######## block 1 ########
--- config.mk ---
export PLATFORM = sky130hd
export DESIGN_NAME = timer_ctrl
export DESIGN_NICKNAME = d
export VERILOG_FILES = /design/src/rtl/timer_pkg.sv /design/src/rtl/timer_prescaler.sv /design/src/rtl/timer_ctrl.sv
export SDC_FILE = /design/constraint.sdc
export NUM_CORES = 1
export LEC_CHECK = 0
export CAP_MARGIN = 10
export CORE_UTILIZATION = 35
export CTS_BUF_LIST = sky130_fd_sc_hd__clkbuf_4 sky130_fd_sc_hd__clkbuf_8
export CTS_CLUSTER_DIAMETER = 120
export DETAILED_ROUTE_END_ITERATION = 12
export GPL_ROUTABILITY_DRIVEN = 0
export PLACE_DENSITY_LB_ADDON = 0.15
export SLEW_MARGIN = 20
export SYNTH_ARGS = -nofsm -noshare
export SYNTH_HDL_FRONTEND = slang
export SYNTH_SLANG_ARGS = --single-unit
--- constraint.sdc ---
create_clock -name clk -period 1.5 [get_ports clk]
set_input_delay 0.3 -clock clk [delete_from_list [all_inputs] [get_ports clk]]
set_output_delay 0.3 -clock clk [all_outputs]
set_load 0.005 [all_outputs]
--- src/rtl/timer_pkg.sv ---
// Register map, TCR/TSR field positions, prescaler selects and bus sequencer
// states shared by the timer control block and its prescaler.
package timer_pkg;

    localparam logic [7:0] ADDR_TDR  = 8'h00;
    localparam logic [7:0] ADDR_TCR  = 8'h01;
    localparam logic [7:0] ADDR_TSR  = 8'h02;
    localparam logic [7:0] ADDR_TCNT = 8'h03;

    localparam int TCR_LOAD    = 7;
    localparam int TCR_UP_DOWN = 5;
    localparam int TCR_ENABLE  = 4;
    localparam int TCR_UDIE    = 3;
    localparam int TCR_OVIE    = 2;

    localparam int TSR_OVF = 0;
    localparam int TSR_UDF = 1;

    typedef enum logic [1:0] {
        CKS_DIV2  = 2'd0,
        CKS_DIV4  = 2'd1,
        CKS_DIV8  = 2'd2,
        CKS_DIV16 = 2'd3
    } cks_t;

    typedef enum logic [1:0] {
        BUS_IDLE   = 2'd0,
        BUS_SETUP  = 2'd1,
        BUS_ACCESS = 2'd2
    } bus_state_t;

    // Unmapped addresses fail both ways; TCNT is read-only.
    function automatic logic access_error(input logic write, input logic [7:0] addr);
        return (addr > ADDR_TCNT) || (write && (addr == ADDR_TCNT));
    endfunction

endpackage

--- src/rtl/timer_prescaler.sv ---
// Free-running 4-bit clock divider producing the counter's one-cycle count tick.
module timer_prescaler
    import timer_pkg::*;
(
    input  logic       clk,
    input  logic       rst_n,
    input  logic [1:0] cks,
    output logic       clk_ena
);

    logic [3:0] div;
    logic [3:0] div_d1;

    always_ff @(posedge clk or negedge rst_n) begin
        if (!rst_n) begin
            div    <= 4'd0;
            div_d1 <= 4'd0;
        end else begin
            div    <= div + 4'd1;
            div_d1 <= div;
        end
    end

    // Rising edge of the selected bit: one tick every 2^(cks+1) clocks.
    // The divider is never restarted, so a cks change may slip one tick.
    assign clk_ena = div[cks] & ~div_d1[cks];

endmodule

--- src/rtl/timer_ctrl.sv ---
// Bus front end for the 8-bit timer: register file, access sequencer,
// one-cycle load/flag-clear pulses, prescaler and interrupt combine.
module timer_ctrl
    import timer_pkg::*;
#(
    parameter int WAIT_STATES = 1
)
(
    input  logic       clk,
    input  logic       rst_n,
    input  logic       psel,
    input  logic       penable,
    input  logic       pwrite,
    input  logic [7:0] paddr,
    input  logic [7:0] pwdata,
    output logic [7:0] prdata,
    output logic       pready,
    output logic       pslverr,
    input  logic [7:0] cnt_value,
    input  logic       overflow,
    input  logic       underflow,
    output logic [7:0] start_counter,
    output logic       load,
    output logic       up_down,
    output logic       enable,
    output logic       clk_ena,
    output logic       clr_overflow,
    output logic       clr_underflow,
    output logic       irq
);

    localparam logic [1:0] WAIT_LAST = 2'(WAIT_STATES);

    bus_state_t state;
    bus_state_t state_nxt;
    logic [1:0] wait_cnt;
    logic [1:0] wait_cnt_nxt;

    cks_t       cks;
    logic       udie;
    logic       ovie;
    logic       err;
    logic       wr_commit;
    logic [7:0] rd_data;

    always_ff @(posedge clk or negedge rst_n) begin
        if (!rst_n) begin
            state    <= BUS_IDLE;
            wait_cnt <= 2'd0;
        end else begin
            state    <= state_nxt;
            wait_cnt <= wait_cnt_nxt;
        end
    end

    always_comb begin
        state_nxt    = state;
        wait_cnt_nxt = wait_cnt;
        pready       = 1'b0;
        case (state)
            BUS_IDLE: begin
                if (psel && !penable) begin
                    state_nxt = BUS_SETUP;
                end
            end
            BUS_SETUP: begin
                wait_cnt_nxt = 2'd0;
                state_nxt    = psel ? BUS_ACCESS : BUS_IDLE;
            end
            BUS_ACCESS: begin
                if (!psel) begin
                    state_nxt = BUS_IDLE;
                end else if (wait_cnt == WAIT_LAST) begin
                    // Completion needs the access phase to be qualified by penable.
                    pready = penable;
                    if (penable) begin
                        state_nxt = BUS_IDLE;
                    end
                end else begin
                    wait_cnt_nxt = wait_cnt + 2'd1;
                end
            end
            default: begin
                state_nxt = BUS_IDLE;
            end
        endcase
    end

    assign err       = access_error(pwrite, paddr);
    assign wr_commit = pready && pwrite && !err;

    always_comb begin
        rd_data = 8'h00;
        case (paddr)
            ADDR_TDR:  rd_data = start_counter;
            ADDR_TCR: begin
                rd_data[TCR_UP_DOWN] = up_down;
                rd_data[TCR_ENABLE]  = enable;
                rd_data[TCR_UDIE]    = udie;
                rd_data[TCR_OVIE]    = ovie;
                rd_data[1:0]         = cks;
            end
            ADDR_TSR: begin
                rd_data[TSR_UDF] = underflow;
                rd_data[TSR_OVF] = overflow;
            end
            ADDR_TCNT: rd_data = cnt_value;
            default:   rd_data = 8'h00;
        endcase
    end

    assign prdata  = (pready && !pwrite && !err) ? rd_data : 8'h00;
    assign pslverr = pready && err;

    always_ff @(posedge clk or negedge rst_n) begin
        if (!rst_n) begin
            start_counter <= 8'h00;
            up_down       <= 1'b0;
            enable        <= 1'b0;
            udie          <= 1'b0;
            ovie          <= 1'b0;
            cks           <= CKS_DIV2;
        end else if (wr_commit) begin
            if (paddr == ADDR_TDR) begin
                start_counter <= pwdata;
            end
            if (paddr == ADDR_TCR) begin
                up_down <= pwdata[TCR_UP_DOWN];
                enable  <= pwdata[TCR_ENABLE];
                udie    <= pwdata[TCR_UDIE];
                ovie    <= pwdata[TCR_OVIE];
                cks     <= cks_t'(pwdata[1:0]);
            end
        end
    end

    // Pulses land in the cycle after commit, alongside the new TCR fields.
    always_ff @(posedge clk or negedge rst_n) begin
        if (!rst_n) begin
            load          <= 1'b0;
            clr_overflow  <= 1'b0;
            clr_underflow <= 1'b0;
        end else begin
            load          <= wr_commit && (paddr == ADDR_TCR) && pwdata[TCR_LOAD];
            clr_overflow  <= wr_commit && (paddr == ADDR_TSR) && pwdata[TSR_OVF];
            clr_underflow <= wr_commit && (paddr == ADDR_TSR) && pwdata[TSR_UDF];
        end
    end

    assign irq = (overflow && ovie) || (underflow && udie);

    timer_prescaler u_prescaler (
        .clk     (clk),
        .rst_n   (rst_n),
        .cks     (cks),
        .clk_ena (clk_ena)
    );

endmodule
######## block 2 ########
===== config.mk =====
export PLATFORM = sky130hd
export DESIGN_NAME = tdm_sample_bridge
export DESIGN_NICKNAME = d
export VERILOG_FILES = /design/src/rtl/tdm_sample_bridge.sv
export SDC_FILE = /design/constraint.sdc
export NUM_CORES = 1
export LEC_CHECK = 0
export CORE_ASPECT_RATIO = 0.6
export CORE_MARGIN = 4
export CORE_UTILIZATION = 54
export DETAILED_ROUTE_END_ITERATION = 6
export GPL_ROUTABILITY_DRIVEN = 0
export PLACE_DENSITY = 0.85
export REMOVE_ABC_BUFFERS = 1
export SYNTH_ARGS = -nofsm -noshare
export SYNTH_HDL_FRONTEND = slang
export SYNTH_SLANG_ARGS = --single-unit

===== constraint.sdc =====
create_clock -name clk -period 5.5 [get_ports clk]
set_clock_uncertainty 0.1 [all_clocks]
set_input_delay 0.825 -clock clk [delete_from_list [all_inputs] [get_ports clk]]
set_output_delay 0.825 -clock clk [all_outputs]
set_load 0.05 [all_outputs]

===== src/rtl/tdm_sample_bridge.sv =====
// TDM codec bridge: oversamples a bclk/fs/sdin serial port in the clk domain, deserializes
// 8 slots into parallel samples with a per-frame start pulse, and serializes saturated results back out.
module tdm_sample_bridge #(
  parameter int DWW        = 36,
  parameter int SampleBits = 24,
  parameter int SlotBits   = 32,
  parameter int nSlots     = 8,
  parameter int SyncStages = 2
) (
  input  logic                         clk,
  input  logic                         reset,
  input  logic                         bclk,
  input  logic                         fs,
  input  logic                         sdin,
  output logic                         sdout,
  output logic [nSlots-1:0][DWW-1:0]   samples_in,
  output logic                         start,
  input  logic [nSlots-1:0][DWW-1:0]   samples_out,
  output logic                         locked,
  output logic                         frame_error
);

  localparam int FrameBits = nSlots * SlotBits;
  localparam int CntW      = $clog2(FrameBits);
  localparam int SlotW     = $clog2(nSlots);
  localparam int BitW      = $clog2(SlotBits);
  localparam logic [CntW-1:0] LastBit = CntW'(FrameBits - 1);
  localparam logic signed [DWW-1:0] SatMax = DWW'(2 ** (SampleBits - 1) - 1);
  localparam logic signed [DWW-1:0] SatMin = ~SatMax;

  typedef enum logic {HUNT, RUN} state_t;

  state_t                            state_q;
  logic [SyncStages-1:0]             bclk_sync_q, fs_sync_q, sdin_sync_q;
  logic                              bclk_last_q;
  logic [CntW-1:0]                   cnt_q, cnt_d;
  logic [nSlots-1:0][SampleBits-1:0] rx_q, tx_q, tx_sat;
  logic [nSlots-1:0][DWW-1:0]        rx_ext, samples_in_q;
  logic                              sdout_q, start_q, frame_error_q;

  logic            bclk_s, fs_s, sdin_s, rise, fall, is_sample, early_fs;
  logic [SlotW-1:0] slot_idx;
  logic [BitW-1:0]  bit_idx, tx_pos;

  assign bclk_s    = bclk_sync_q[SyncStages-1];
  assign fs_s      = fs_sync_q[SyncStages-1];
  assign sdin_s    = sdin_sync_q[SyncStages-1];
  assign rise      = bclk_s & ~bclk_last_q;
  assign fall      = ~bclk_s & bclk_last_q;

  assign slot_idx  = SlotW'(cnt_q / CntW'(SlotBits));
  assign bit_idx   = BitW'(cnt_q % CntW'(SlotBits));
  assign is_sample = bit_idx < BitW'(SampleBits);
  assign tx_pos    = BitW'(SampleBits - 1) - bit_idx;
  assign cnt_d     = (cnt_q == LastBit) ? '0 : cnt_q + CntW'(1);

  // fs at counter 0 is the regular slot-0 marker; fs on the last bit is tolerated as an early-asserting codec.
  assign early_fs  = fs_s && (cnt_q != '0) && (cnt_q != LastBit);

  for (genvar gi = 0; gi < nSlots; gi++) begin : g_slot
    logic signed [DWW-1:0] word;
    assign word        = samples_out[gi];
    assign rx_ext[gi]  = {{(DWW - SampleBits){rx_q[gi][SampleBits-1]}}, rx_q[gi]};
    assign tx_sat[gi]  = (word > SatMax) ? {1'b0, {(SampleBits - 1){1'b1}}} :
                         (word < SatMin) ? {1'b1, {(SampleBits - 1){1'b0}}} :
                                           word[SampleBits-1:0];
  end

  always_ff @(posedge clk) begin
    if (reset) begin
      bclk_sync_q   <= '0;
      fs_sync_q     <= '0;
      sdin_sync_q   <= '0;
      bclk_last_q   <= 1'b0;
      state_q       <= HUNT;
      cnt_q         <= '0;
      rx_q          <= '0;
      tx_q          <= '0;
      samples_in_q  <= '0;
      start_q       <= 1'b0;
      frame_error_q <= 1'b0;
      sdout_q       <= 1'b0;
    end else begin
      bclk_sync_q   <= {bclk_sync_q[SyncStages-2:0], bclk};
      fs_sync_q     <= {fs_sync_q[SyncStages-2:0], fs};
      sdin_sync_q   <= {sdin_sync_q[SyncStages-2:0], sdin};
      bclk_last_q   <= bclk_s;
      start_q       <= 1'b0;
      frame_error_q <= 1'b0;

      if (rise) begin
        if (state_q == HUNT) begin
          if (fs_s) begin
            rx_q[0] <= {rx_q[0][SampleBits-2:0], sdin_s};
            cnt_q   <= CntW'(1);
            state_q <= RUN;
          end
        end else if (early_fs) begin
          // Each slot is a shift register refilled by 24 new bits, so the partial frame simply gets overwritten.
          frame_error_q <= 1'b1;
          rx_q[0]       <= {rx_q[0][SampleBits-2:0], sdin_s};
          cnt_q         <= CntW'(1);
        end else begin
          if (is_sample) begin
            rx_q[slot_idx] <= {rx_q[slot_idx][SampleBits-2:0], sdin_s};
          end
          cnt_q <= cnt_d;
          if (cnt_q == LastBit) begin
            samples_in_q <= rx_ext;
            start_q      <= 1'b1;
            tx_q         <= tx_sat;
          end
        end
      end

      if (fall) begin
        sdout_q <= (state_q == RUN) && is_sample && tx_q[slot_idx][tx_pos];
      end
    end
  end

  assign sdout       = sdout_q;
  assign samples_in  = samples_in_q;
  assign start       = start_q;
  assign frame_error = frame_error_q;
  assign locked      = (state_q == RUN);

endmodule

######## block 3 ########
## src/rtl/mem_access_unit_pkg.sv

```systemverilog
// Shared bus widths, enable levels, size/error/state codes and store-side helpers
// for the load/store memory access unit.
package mem_access_unit_pkg;

  localparam int WORD_ADDR_W = 32;
  localparam int WORD_DATA_W = 32;
  localparam int WEA_W       = 4;

  typedef logic [WORD_ADDR_W-1:0] word_addr_t;
  typedef logic [WORD_DATA_W-1:0] word_data_t;
  typedef logic [WEA_W-1:0]       wea_t;

  localparam logic ENABLE  = 1'b1;
  localparam logic DISABLE = 1'b0;

  typedef enum logic [1:0] {
    SIZE_BYTE = 2'b00,
    SIZE_HALF = 2'b01,
    SIZE_WORD = 2'b10,
    SIZE_RSVD = 2'b11
  } size_e;

  typedef enum logic [1:0] {
    ERR_OK       = 2'b00,
    ERR_MISALIGN = 2'b01,
    ERR_RANGE    = 2'b10,
    ERR_SIZE     = 2'b11
  } err_e;

  typedef enum logic [1:0] {
    ST_IDLE  = 2'b00,
    ST_ISSUE = 2'b01,
    ST_WAIT  = 2'b10,
    ST_ERR   = 2'b11
  } state_e;

  // Error priority: bad size, then misaligned, then out of range.
  function automatic err_e access_err(input logic [1:0] size, input word_addr_t addr,
                                      input int unsigned addr_msb);
    err_e err_v;
    logic misaligned_v;
    misaligned_v = 1'b0;
    case (size)
      SIZE_HALF: misaligned_v = addr[0];
      SIZE_WORD: misaligned_v = (addr[1:0] != 2'b00);
      default:   misaligned_v = 1'b0;
    endcase
    if (size == SIZE_RSVD) begin
      err_v = ERR_SIZE;
    end else if (misaligned_v) begin
      err_v = ERR_MISALIGN;
    end else if ((addr >> (addr_msb + 32'd1)) != 32'd0) begin
      err_v = ERR_RANGE;
    end else begin
      err_v = ERR_OK;
    end
    return err_v;
  endfunction

  function automatic wea_t store_wea(input logic [1:0] size, input logic [1:0] offset);
    wea_t wea_v;
    case (size)
      SIZE_BYTE: wea_v = 4'b0001 << offset;
      SIZE_HALF: wea_v = 4'b0011 << offset;
      SIZE_WORD: wea_v = 4'b1111;
      default:   wea_v = 4'b0000;
    endcase
    return wea_v;
  endfunction

  // Replicate narrow store data so the byte enables alone pick the lane.
  function automatic word_data_t store_lanes(input logic [1:0] size, input word_data_t wdata);
    word_data_t lanes_v;
    case (size)
      SIZE_BYTE: lanes_v = {4{wdata[7:0]}};
      SIZE_HALF: lanes_v = {2{wdata[15:0]}};
      SIZE_WORD: lanes_v = wdata;
      default:   lanes_v = 32'h0000_0000;
    endcase
    return lanes_v;
  endfunction

endpackage

```

## src/rtl/mem_access_unit_load_align.sv

```systemverilog
// Combinational load lane select and sign/zero extension (little-endian lanes).
module load_align
  import mem_access_unit_pkg::*;
(
  input  logic [1:0] size,
  input  logic       uns,
  input  logic [1:0] offset,
  input  word_data_t word,
  output word_data_t data
);

  logic [7:0]  byte_s;
  logic [15:0] half_s;
  word_data_t  data_s;

  // Pick the addressed lane and extend it to a full word.
  always_comb begin
    byte_s = 8'h00;
    half_s = 16'h0000;
    data_s = 32'h0000_0000;
    case (offset)
      2'd0:    byte_s = word[7:0];
      2'd1:    byte_s = word[15:8];
      2'd2:    byte_s = word[23:16];
      2'd3:    byte_s = word[31:24];
      default: byte_s = 8'h00;
    endcase
    if (offset[1]) begin
      half_s = word[31:16];
    end else begin
      half_s = word[15:0];
    end
    case (size)
      SIZE_BYTE: begin
        if (uns) begin
          data_s = {24'h00_0000, byte_s};
        end else begin
          data_s = {{24{byte_s[7]}}, byte_s};
        end
      end
      SIZE_HALF: begin
        if (uns) begin
          data_s = {16'h0000, half_s};
        end else begin
          data_s = {{16{half_s[15]}}, half_s};
        end
      end
      SIZE_WORD: data_s = word;
      default:   data_s = 32'h0000_0000;
    endcase
  end

  assign data = data_s;

endmodule

```

## src/rtl/mem_access_unit.sv

```systemverilog
// Load/store unit: one request at a time, checks size/alignment/range, drives a
// 1-cycle-latency byte-enabled memory port and returns one response pulse.
module mem_access_unit
  import mem_access_unit_pkg::*;
#(
  parameter int MEM_ADDR_MSB = 17
) (
  input  logic             clk,
  input  logic             rst,
  input  logic             req_valid,
  output logic             req_ready,
  input  logic             req_we,
  input  logic [1:0]       req_size,
  input  logic             req_unsigned,
  input  word_addr_t       req_addr,
  input  word_data_t       req_wdata,
  output logic             rsp_valid,
  output word_data_t       rsp_rdata,
  output logic [1:0]       rsp_err,
  output word_addr_t       mem_data_addr,
  output word_data_t       mem_data_input,
  output wea_t             mem_data_wea,
  input  word_data_t       mem_data_output
);

  state_e     state_r, state_s;
  logic       accept_s;
  err_e       req_err_s;

  logic       we_r;
  logic [1:0] size_r;
  logic       uns_r;
  logic [1:0] offset_r;
  err_e       err_r;

  word_addr_t mem_addr_r;
  word_data_t mem_wdata_r;
  wea_t       wea_r;

  logic       rsp_valid_r;
  word_data_t rsp_rdata_r;
  err_e       rsp_err_r;
  word_data_t load_data_s;

  assign accept_s  = req_valid & (state_r == ST_IDLE);
  assign req_err_s = access_err(req_size, req_addr, MEM_ADDR_MSB);

  // State register; reset drops any in-flight access without a response.
  always_ff @(posedge clk or negedge rst) begin
    if (!rst) begin
      state_r <= ST_IDLE;
    end else begin
      state_r <= state_s;
    end
  end

  // Next-state decode.
  always_comb begin
    state_s = state_r;
    case (state_r)
      ST_IDLE: begin
        if (accept_s) begin
          if (req_err_s != ERR_OK) begin
            state_s = ST_ERR;
          end else begin
            state_s = ST_ISSUE;
          end
        end else begin
          state_s = ST_IDLE;
        end
      end
      ST_ISSUE: begin
        if (we_r) begin
          state_s = ST_IDLE;
        end else begin
          state_s = ST_WAIT;
        end
      end
      ST_WAIT: state_s = ST_IDLE;
      ST_ERR:  state_s = ST_IDLE;
      default: state_s = ST_IDLE;
    endcase
  end

  load_align u_load_align (
    .size   (size_r),
    .uns    (uns_r),
    .offset (offset_r),
    .word   (mem_data_output),
    .data   (load_data_s)
  );

  // Request latch, memory port drive and response registers.
  always_ff @(posedge clk or negedge rst) begin
    if (!rst) begin
      we_r        <= DISABLE;
      size_r      <= SIZE_BYTE;
      uns_r       <= DISABLE;
      offset_r    <= 2'b00;
      err_r       <= ERR_OK;
      mem_addr_r  <= 32'h0000_0000;
      mem_wdata_r <= 32'h0000_0000;
      wea_r       <= 4'b0000;
      rsp_valid_r <= DISABLE;
      rsp_rdata_r <= 32'h0000_0000;
      rsp_err_r   <= ERR_OK;
    end else begin
      rsp_valid_r <= DISABLE;
      wea_r       <= 4'b0000;
      if (accept_s) begin
        we_r     <= req_we;
        size_r   <= req_size;
        uns_r    <= req_unsigned;
        offset_r <= req_addr[1:0];
        err_r    <= req_err_s;
        if (req_err_s == ERR_OK) begin
          mem_addr_r  <= {req_addr[31:2], 2'b00};
          mem_wdata_r <= store_lanes(req_size, req_wdata);
          if (req_we) begin
            wea_r <= store_wea(req_size, req_addr[1:0]);
          end
        end
      end
      case (state_r)
        ST_ISSUE: begin
          if (we_r) begin
            rsp_valid_r <= ENABLE;
            rsp_rdata_r <= 32'h0000_0000;
            rsp_err_r   <= ERR_OK;
          end
        end
        ST_WAIT: begin
          rsp_valid_r <= ENABLE;
          rsp_rdata_r <= load_data_s;
          rsp_err_r   <= ERR_OK;
        end
        ST_ERR: begin
          rsp_valid_r <= ENABLE;
          rsp_rdata_r <= 32'h0000_0000;
          rsp_err_r   <= err_r;
        end
        default: begin
        end
      endcase
    end
  end

  assign req_ready      = (state_r == ST_IDLE);
  assign rsp_valid      = rsp_valid_r;
  assign rsp_rdata      = rsp_rdata_r;
  assign rsp_err        = rsp_err_r;
  assign mem_data_addr  = mem_addr_r;
  assign mem_data_input = mem_wdata_r;
  assign mem_data_wea   = wea_r;

endmodule

```

## config.mk

```make
export PLATFORM = sky130hd
export DESIGN_NAME = mem_access_unit
export DESIGN_NICKNAME = d
export VERILOG_FILES = /design/src/rtl/mem_access_unit_pkg.sv /design/src/rtl/mem_access_unit_load_align.sv /design/src/rtl/mem_access_unit.sv
export SDC_FILE = /design/constraint.sdc
export NUM_CORES = 1
export LEC_CHECK = 0
export CAP_MARGIN = 5
export CELL_PAD_IN_SITES_DETAIL_PLACEMENT = 1
export CELL_PAD_IN_SITES_GLOBAL_PLACEMENT = 2
export CORE_ASPECT_RATIO = 0.75
export CORE_MARGIN = 4
export CORE_UTILIZATION = 28
export DETAILED_ROUTE_END_ITERATION = 16
export GPL_TIMING_DRIVEN = 0
export PLACE_DENSITY_LB_ADDON = 0.1
export SLEW_MARGIN = 20
export SYNTH_ARGS = -nofsm -noshare
export SYNTH_HDL_FRONTEND = slang
export SYNTH_SLANG_ARGS = --single-unit
```

## constraint.sdc

```tcl
create_clock -name clk -period 4.14 [get_ports clk]
set_clock_uncertainty 0.2 [all_clocks]
set_input_delay 0.828 -clock clk [delete_from_list [all_inputs] [get_ports clk]]
set_output_delay 0.828 -clock clk [all_outputs]
set_load 0.02 [all_outputs]
```


==> notes/layouts.md <==
Pictures saved along the way, in no particular order.

Routed metal, one color a layer.
panel A
Bar = 50 µm. Only two layers are drawn.
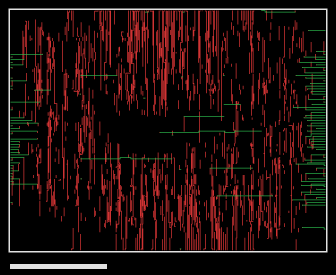
panel B
Bar = 100 µm. Only two layers are drawn.
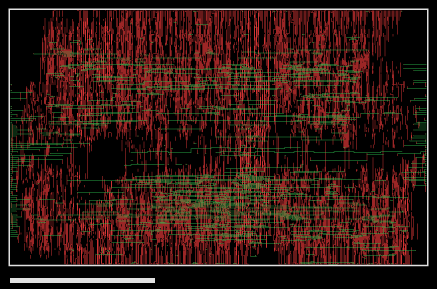
panel C
Bar = 20 µm. Only two layers are drawn.
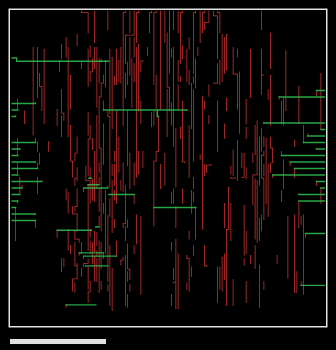
The one with the largest die is panel B.
| from | picture |
|---|---|
| block 2 | panel B |
| block 3 | panel A |
| block 1 | panel C |

Key to panel C:
Red stands for metal 2, wire length 1860 µm. Green stands for metal 3, wire length 228 µm.

Figure 1. Cell classes on the final placement (block 2).
Bar = 100 µm. Fill, decap, tap and diode cells in gray.
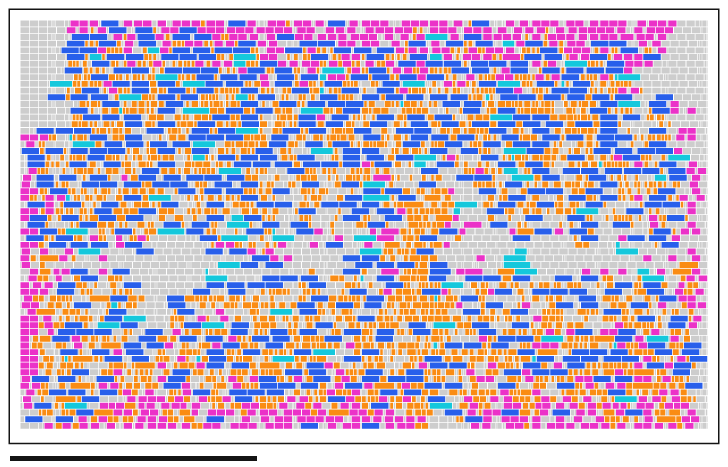
Cyan stands for clock drivers and dummy loads, cells 93, share of their area 5.6%. Blue stands for flops, cells 595, share of their area 38%. Orange stands for combinational and other logic, cells 2031, share of their area 37%. Magenta stands for other buffers and delay cells, cells 615, share of their area 20%.

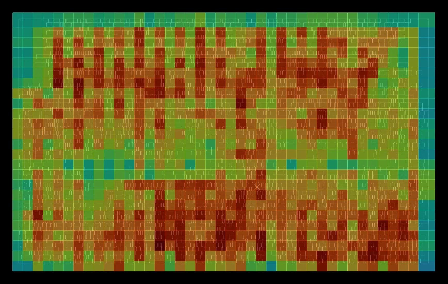
Figure 2: block 2, track usage over the die.
GRT Resource Usage Total: 33.4%
Core Util, Final: 69.3%
GRT busiest layer: met2
WL per Instance: 22.5 µm

==> flow_metrics.env, block 2 <==
# flow metrics
export IMPL_buffer_area_share_pct=19.2
export IMPL_first_global_vias=23900
export IMPL_hold_start="sdin_sync_q[0]$_SDFF_PP0_"
export IMPL_status="finished, violations left"
export IMPL_ys_cells=3023
export IMPL_cts_clk_slew_worst_paths_ns=0.07
export IMPL_cts_resized=0
export IMPL_drt_wl_total_mm=89.4
export IMPL_violations="design-rule violations"
export IMPL_nFillCells=3576
export IMPL_met1_usage_pct=44.9
export IMPL_gr_usage_met2_pct=51.6
export IMPL_antenna_found_initial=3
export IMPL_edf_count=0
export IMPL_crit_cells=7
export IMPL_yosysUniqueCellTypes=62
export IMPL_layout_setup_ws_ns=1.51
export IMPL_synthFlopType="dfxtp_1"
export IMPL_worstHoldEndpoint="sdin_sync_q[1]$_SDFF_PP0_"
export IMPL_wl_met1_mm=35.1
export IMPL_clock_area_share_pct=5.42
export IMPL_nMultiInputCombCells=2024
export IMPL_drc_errors=1
export IMPL_portBuffers=584
export IMPL_inv_count=7
export IMPL_routed_via_density=6.26
[block 2: worst reg2reg max path, delay by kind of cell, from the launching register on]
| family | cells | cell delay, ns |
|---|---|---|
| simple gates | 6 | 2.75 |
| flops | 1 | 0.71 |
| compound gates | 1 | 0.34 |
[block 2: sequential cells by signal (all words and copies together) (netlist names), 2 cells and up]
name         flops
sdin_sync_q      2
bclk_sync_q      2
tx_q           192
fs_sync_q        2
cnt_q            8
samples_in     192
rx_ext         192
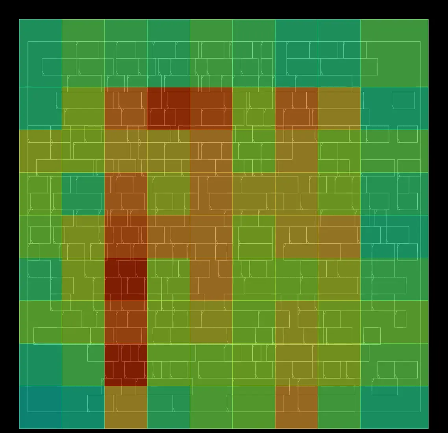
Figure 3: block 1, track usage over the die.
global routing usage on met3: 5.17%
WL per Instance: 14.1 µm
Core Util, Final: 69.4%
GRT Resource Usage Total: 19.6%

==> flow_metrics.env, block 1 <==
# flow metrics
export IMPL_status="finished, violations left"
export IMPL_violations="negative setup slack"
export IMPL_syn_inst=119
export IMPL_fin_crit_sh_pct=126
export IMPL_drive_gt1_share_pct=47.6
export IMPL_htreeDepth=2
export IMPL_cts_resized=84
export IMPL_place_area_um2=2380
export IMPL_r2r_slack_ns=-0.33
export IMPL_nWellTaps=48
export IMPL_dpl_cell_count=260
export IMPL_layout_cells_most_common="buf_4"
export IMPL_cp_max_fo=4
export IMPL_timing_hold_ws_ns=0.415
export IMPL_buffers=108
export IMPL_endpoint_kind="output port"
export IMPL_drtPass1Iterations=4
export IMPL_routed_via_density=4.90
export IMPL_cts_sinks=29
export IMPL_met1_usage_pct=25.1
export IMPL_place_hpwl_mm=2.81
export IMPL_drtIter0Drc=46
export IMPL_fmax_mhz=528
export IMPL_sh_seq_area_pct=27.5
export IMPL_pwr_share_comb_pct=18.4
export IMPL_syn_nets=152
export IMPL_area_leaders="dfrtp_1 50%, mux2_2 11%, mux4_2 3.1%"
export IMPL_portBuffers=55
export IMPL_power_density_nw_per_um2=694
export IMPL_synthFlopType="dfrtp_1"
export IMPL_p_seq_uw=807
export IMPL_initCoreUtil_pct=37.9
export IMPL_io_pins=56
export IMPL_p_comb_uw=337
export IMPL_p_clk_uw=685
export IMPL_inv_count=6
export IMPL_ff_count=29
export IMPL_clk_path_buf_depth=2
export IMPL_maxCapViolations=0
export IMPL_dr_max_layer_used="met4"
export IMPL_ys_sh_aoi_pct=8.95
export IMPL_p_int_uw=1410
export IMPL_wl_met1_mm=1.78
export IMPL_synthArstFlopShare_pct=100
export IMPL_gr_usage_met2_pct=31.4
export IMPL_reg2regPathDepth=7
export IMPL_layout_setup_ws_ns=-0.395
export IMPL_adder_share_pct=1.74
export IMPL_critPathKind="flip-flop to output port"
export IMPL_p_clk_share_pct=37.5
export IMPL_cts_clk_slew_worst_paths_ns=0.06
export IMPL_cts_setup_buffers=6
export IMPL_p_sw_uw=415
export IMPL_ys_cells=119
export IMPL_regToRegEndpoint="enable$_DFFE_PN0P_"
export IMPL_mux_area_share_pct=16.9
export IMPL_maxPowerGroup="registers"
export IMPL_ys_top_cells_by_count="29 x dfrtp_1, 14 x mux2_2, 8 x nor2_1, 6 x inv_1, 6 x nand2_1"
export IMPL_finalSetupViolCount=28
export IMPL_grt_busiest_layer="met2"
[block 1: worst max-delay path, cell delays in order (launching register included)]
cell and delay, ns:
dfrtp_1 0.39, inv_2 0.07, ha_4 0.13, and3b_1 0.16
nand4_1 0.10, buf_6 0.16, buf_4 0.13, nor2_2 0.07
buf_2 0.12
[block 1: sequential cells by signal, summed over array words and instances (netlist names), 2 cells and up]
signal	count
cks	2
start_counter	8
state	2
u_prescaler.div	4
u_prescaler.div_d1	4
wait_cnt	2
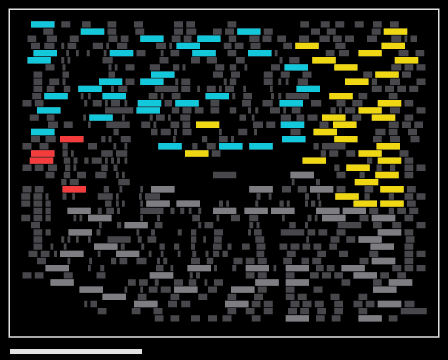
Figure 4: block 3, where the registers sit.
Bar = 50 µm. Other sequential cells in the stronger gray, the rest of the logic in the fainter gray.
Red stands for `mem_data_wea`, placed flops 4, where west. Cyan stands for `mem_data_input`, placed flops 32. Yellow stands for `mem_data_addr`, placed flops 30.
Another 45 sequential cells are not colored.

==> flow_metrics.env, block 3 <==
# flow metrics
export IMPL_drive_gt1_share_pct=11.6
export IMPL_worstSetupStartpointType="input pin"
export IMPL_layout_cells_most_common="clkdlybuf4s50_1"
export IMPL_reg2reg_from="state_r[0]$_DFF_PN0_"
export IMPL_status="completed"
export IMPL_wire_per_inst_um=18.5
export IMPL_ys_seq_elements=111
export IMPL_cts_resized=0
export IMPL_cpPeakStageDelay_ns=0.55
export IMPL_crit_family="buffers and inverters"
export IMPL_core_um2=17600
export IMPL_routed_via_density=4.73
export IMPL_grt_pass1_wl_mm=25.8
export IMPL_crit_chain="clkdlybuf4s50_1 > inv_1 > ha_1 > clkbuf_1 > o211ai_1 > nand3b_1 > nor3_4 > buf_6 > mux2_2"
export IMPL_crit_required_ns=4.18
export IMPL_clk_latency_ns=0.35
export IMPL_timing_hold_ws_ns=0.180
export IMPL_synthFlopType="dfrtp_1"
export IMPL_areaGrowthSynthToFinish_pct=53.7
export IMPL_path_buffers=4
export IMPL_ff_count=111
export IMPL_synthesis_area_um2=5000
export IMPL_vias=4254
[block 3: worst paths after layout]
check                                            endpoint  slack (ns)  depth (start not counted)
setup / recovery           mem_data_input[17]$_DFFE_PN0P_        0.68                          9
hold / removal                  rsp_rdata[19]$_DFFE_PN0P_        0.18                          1
setup reg to reg                 rsp_rdata[5]$_DFFE_PN0P_        1.72                          4
hold reg to reg                  rsp_rdata[7]$_DFFE_PN0P_        0.29                          2
max in group asynchronous   mem_data_addr[18]$_DFFE_PN0P_        2.86                          2
min in group clk                 rsp_rdata[7]$_DFFE_PN0P_        0.29                          2


==> gallery <==
Placement density heat map.
(a)
The die is cut into 29 by 18 equal tiles; black is low, pale yellow is high, 0 to 100% covered.
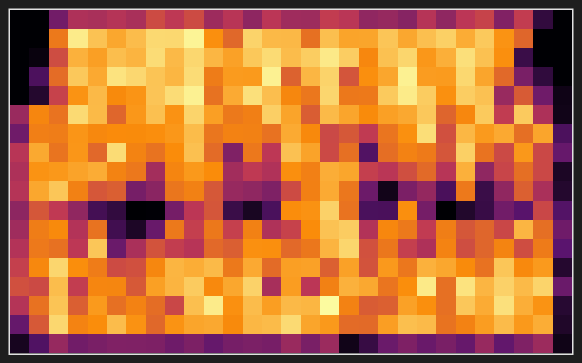
(b)
The die is cut into 16 by 12 equal tiles; black is low, pale yellow is high, 0 to 100% covered.
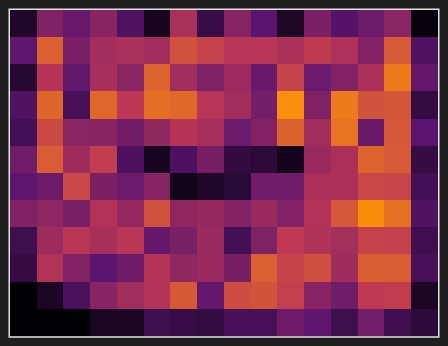
(c)
The die is cut into 7 by 7 equal tiles; black is low, pale yellow is high, 0 to 100% covered.
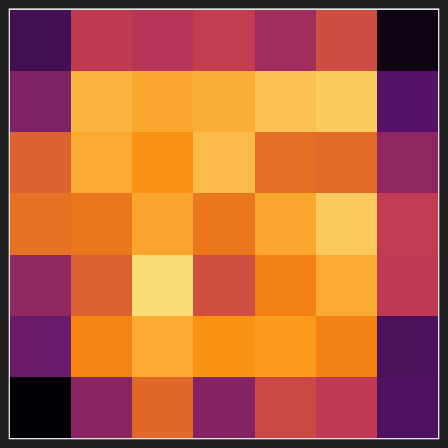
(b) -> block 3
(a) -> block 2
(c) -> block 1
Of these, lowest utilization: (b)

Key to (c):
The densest ninth of the die: center. The mean over all tiles is 59%. 2.0% of the tiles are nearly empty. The fullest tile reaches 93%. 33% of the tiles are over 75% full.

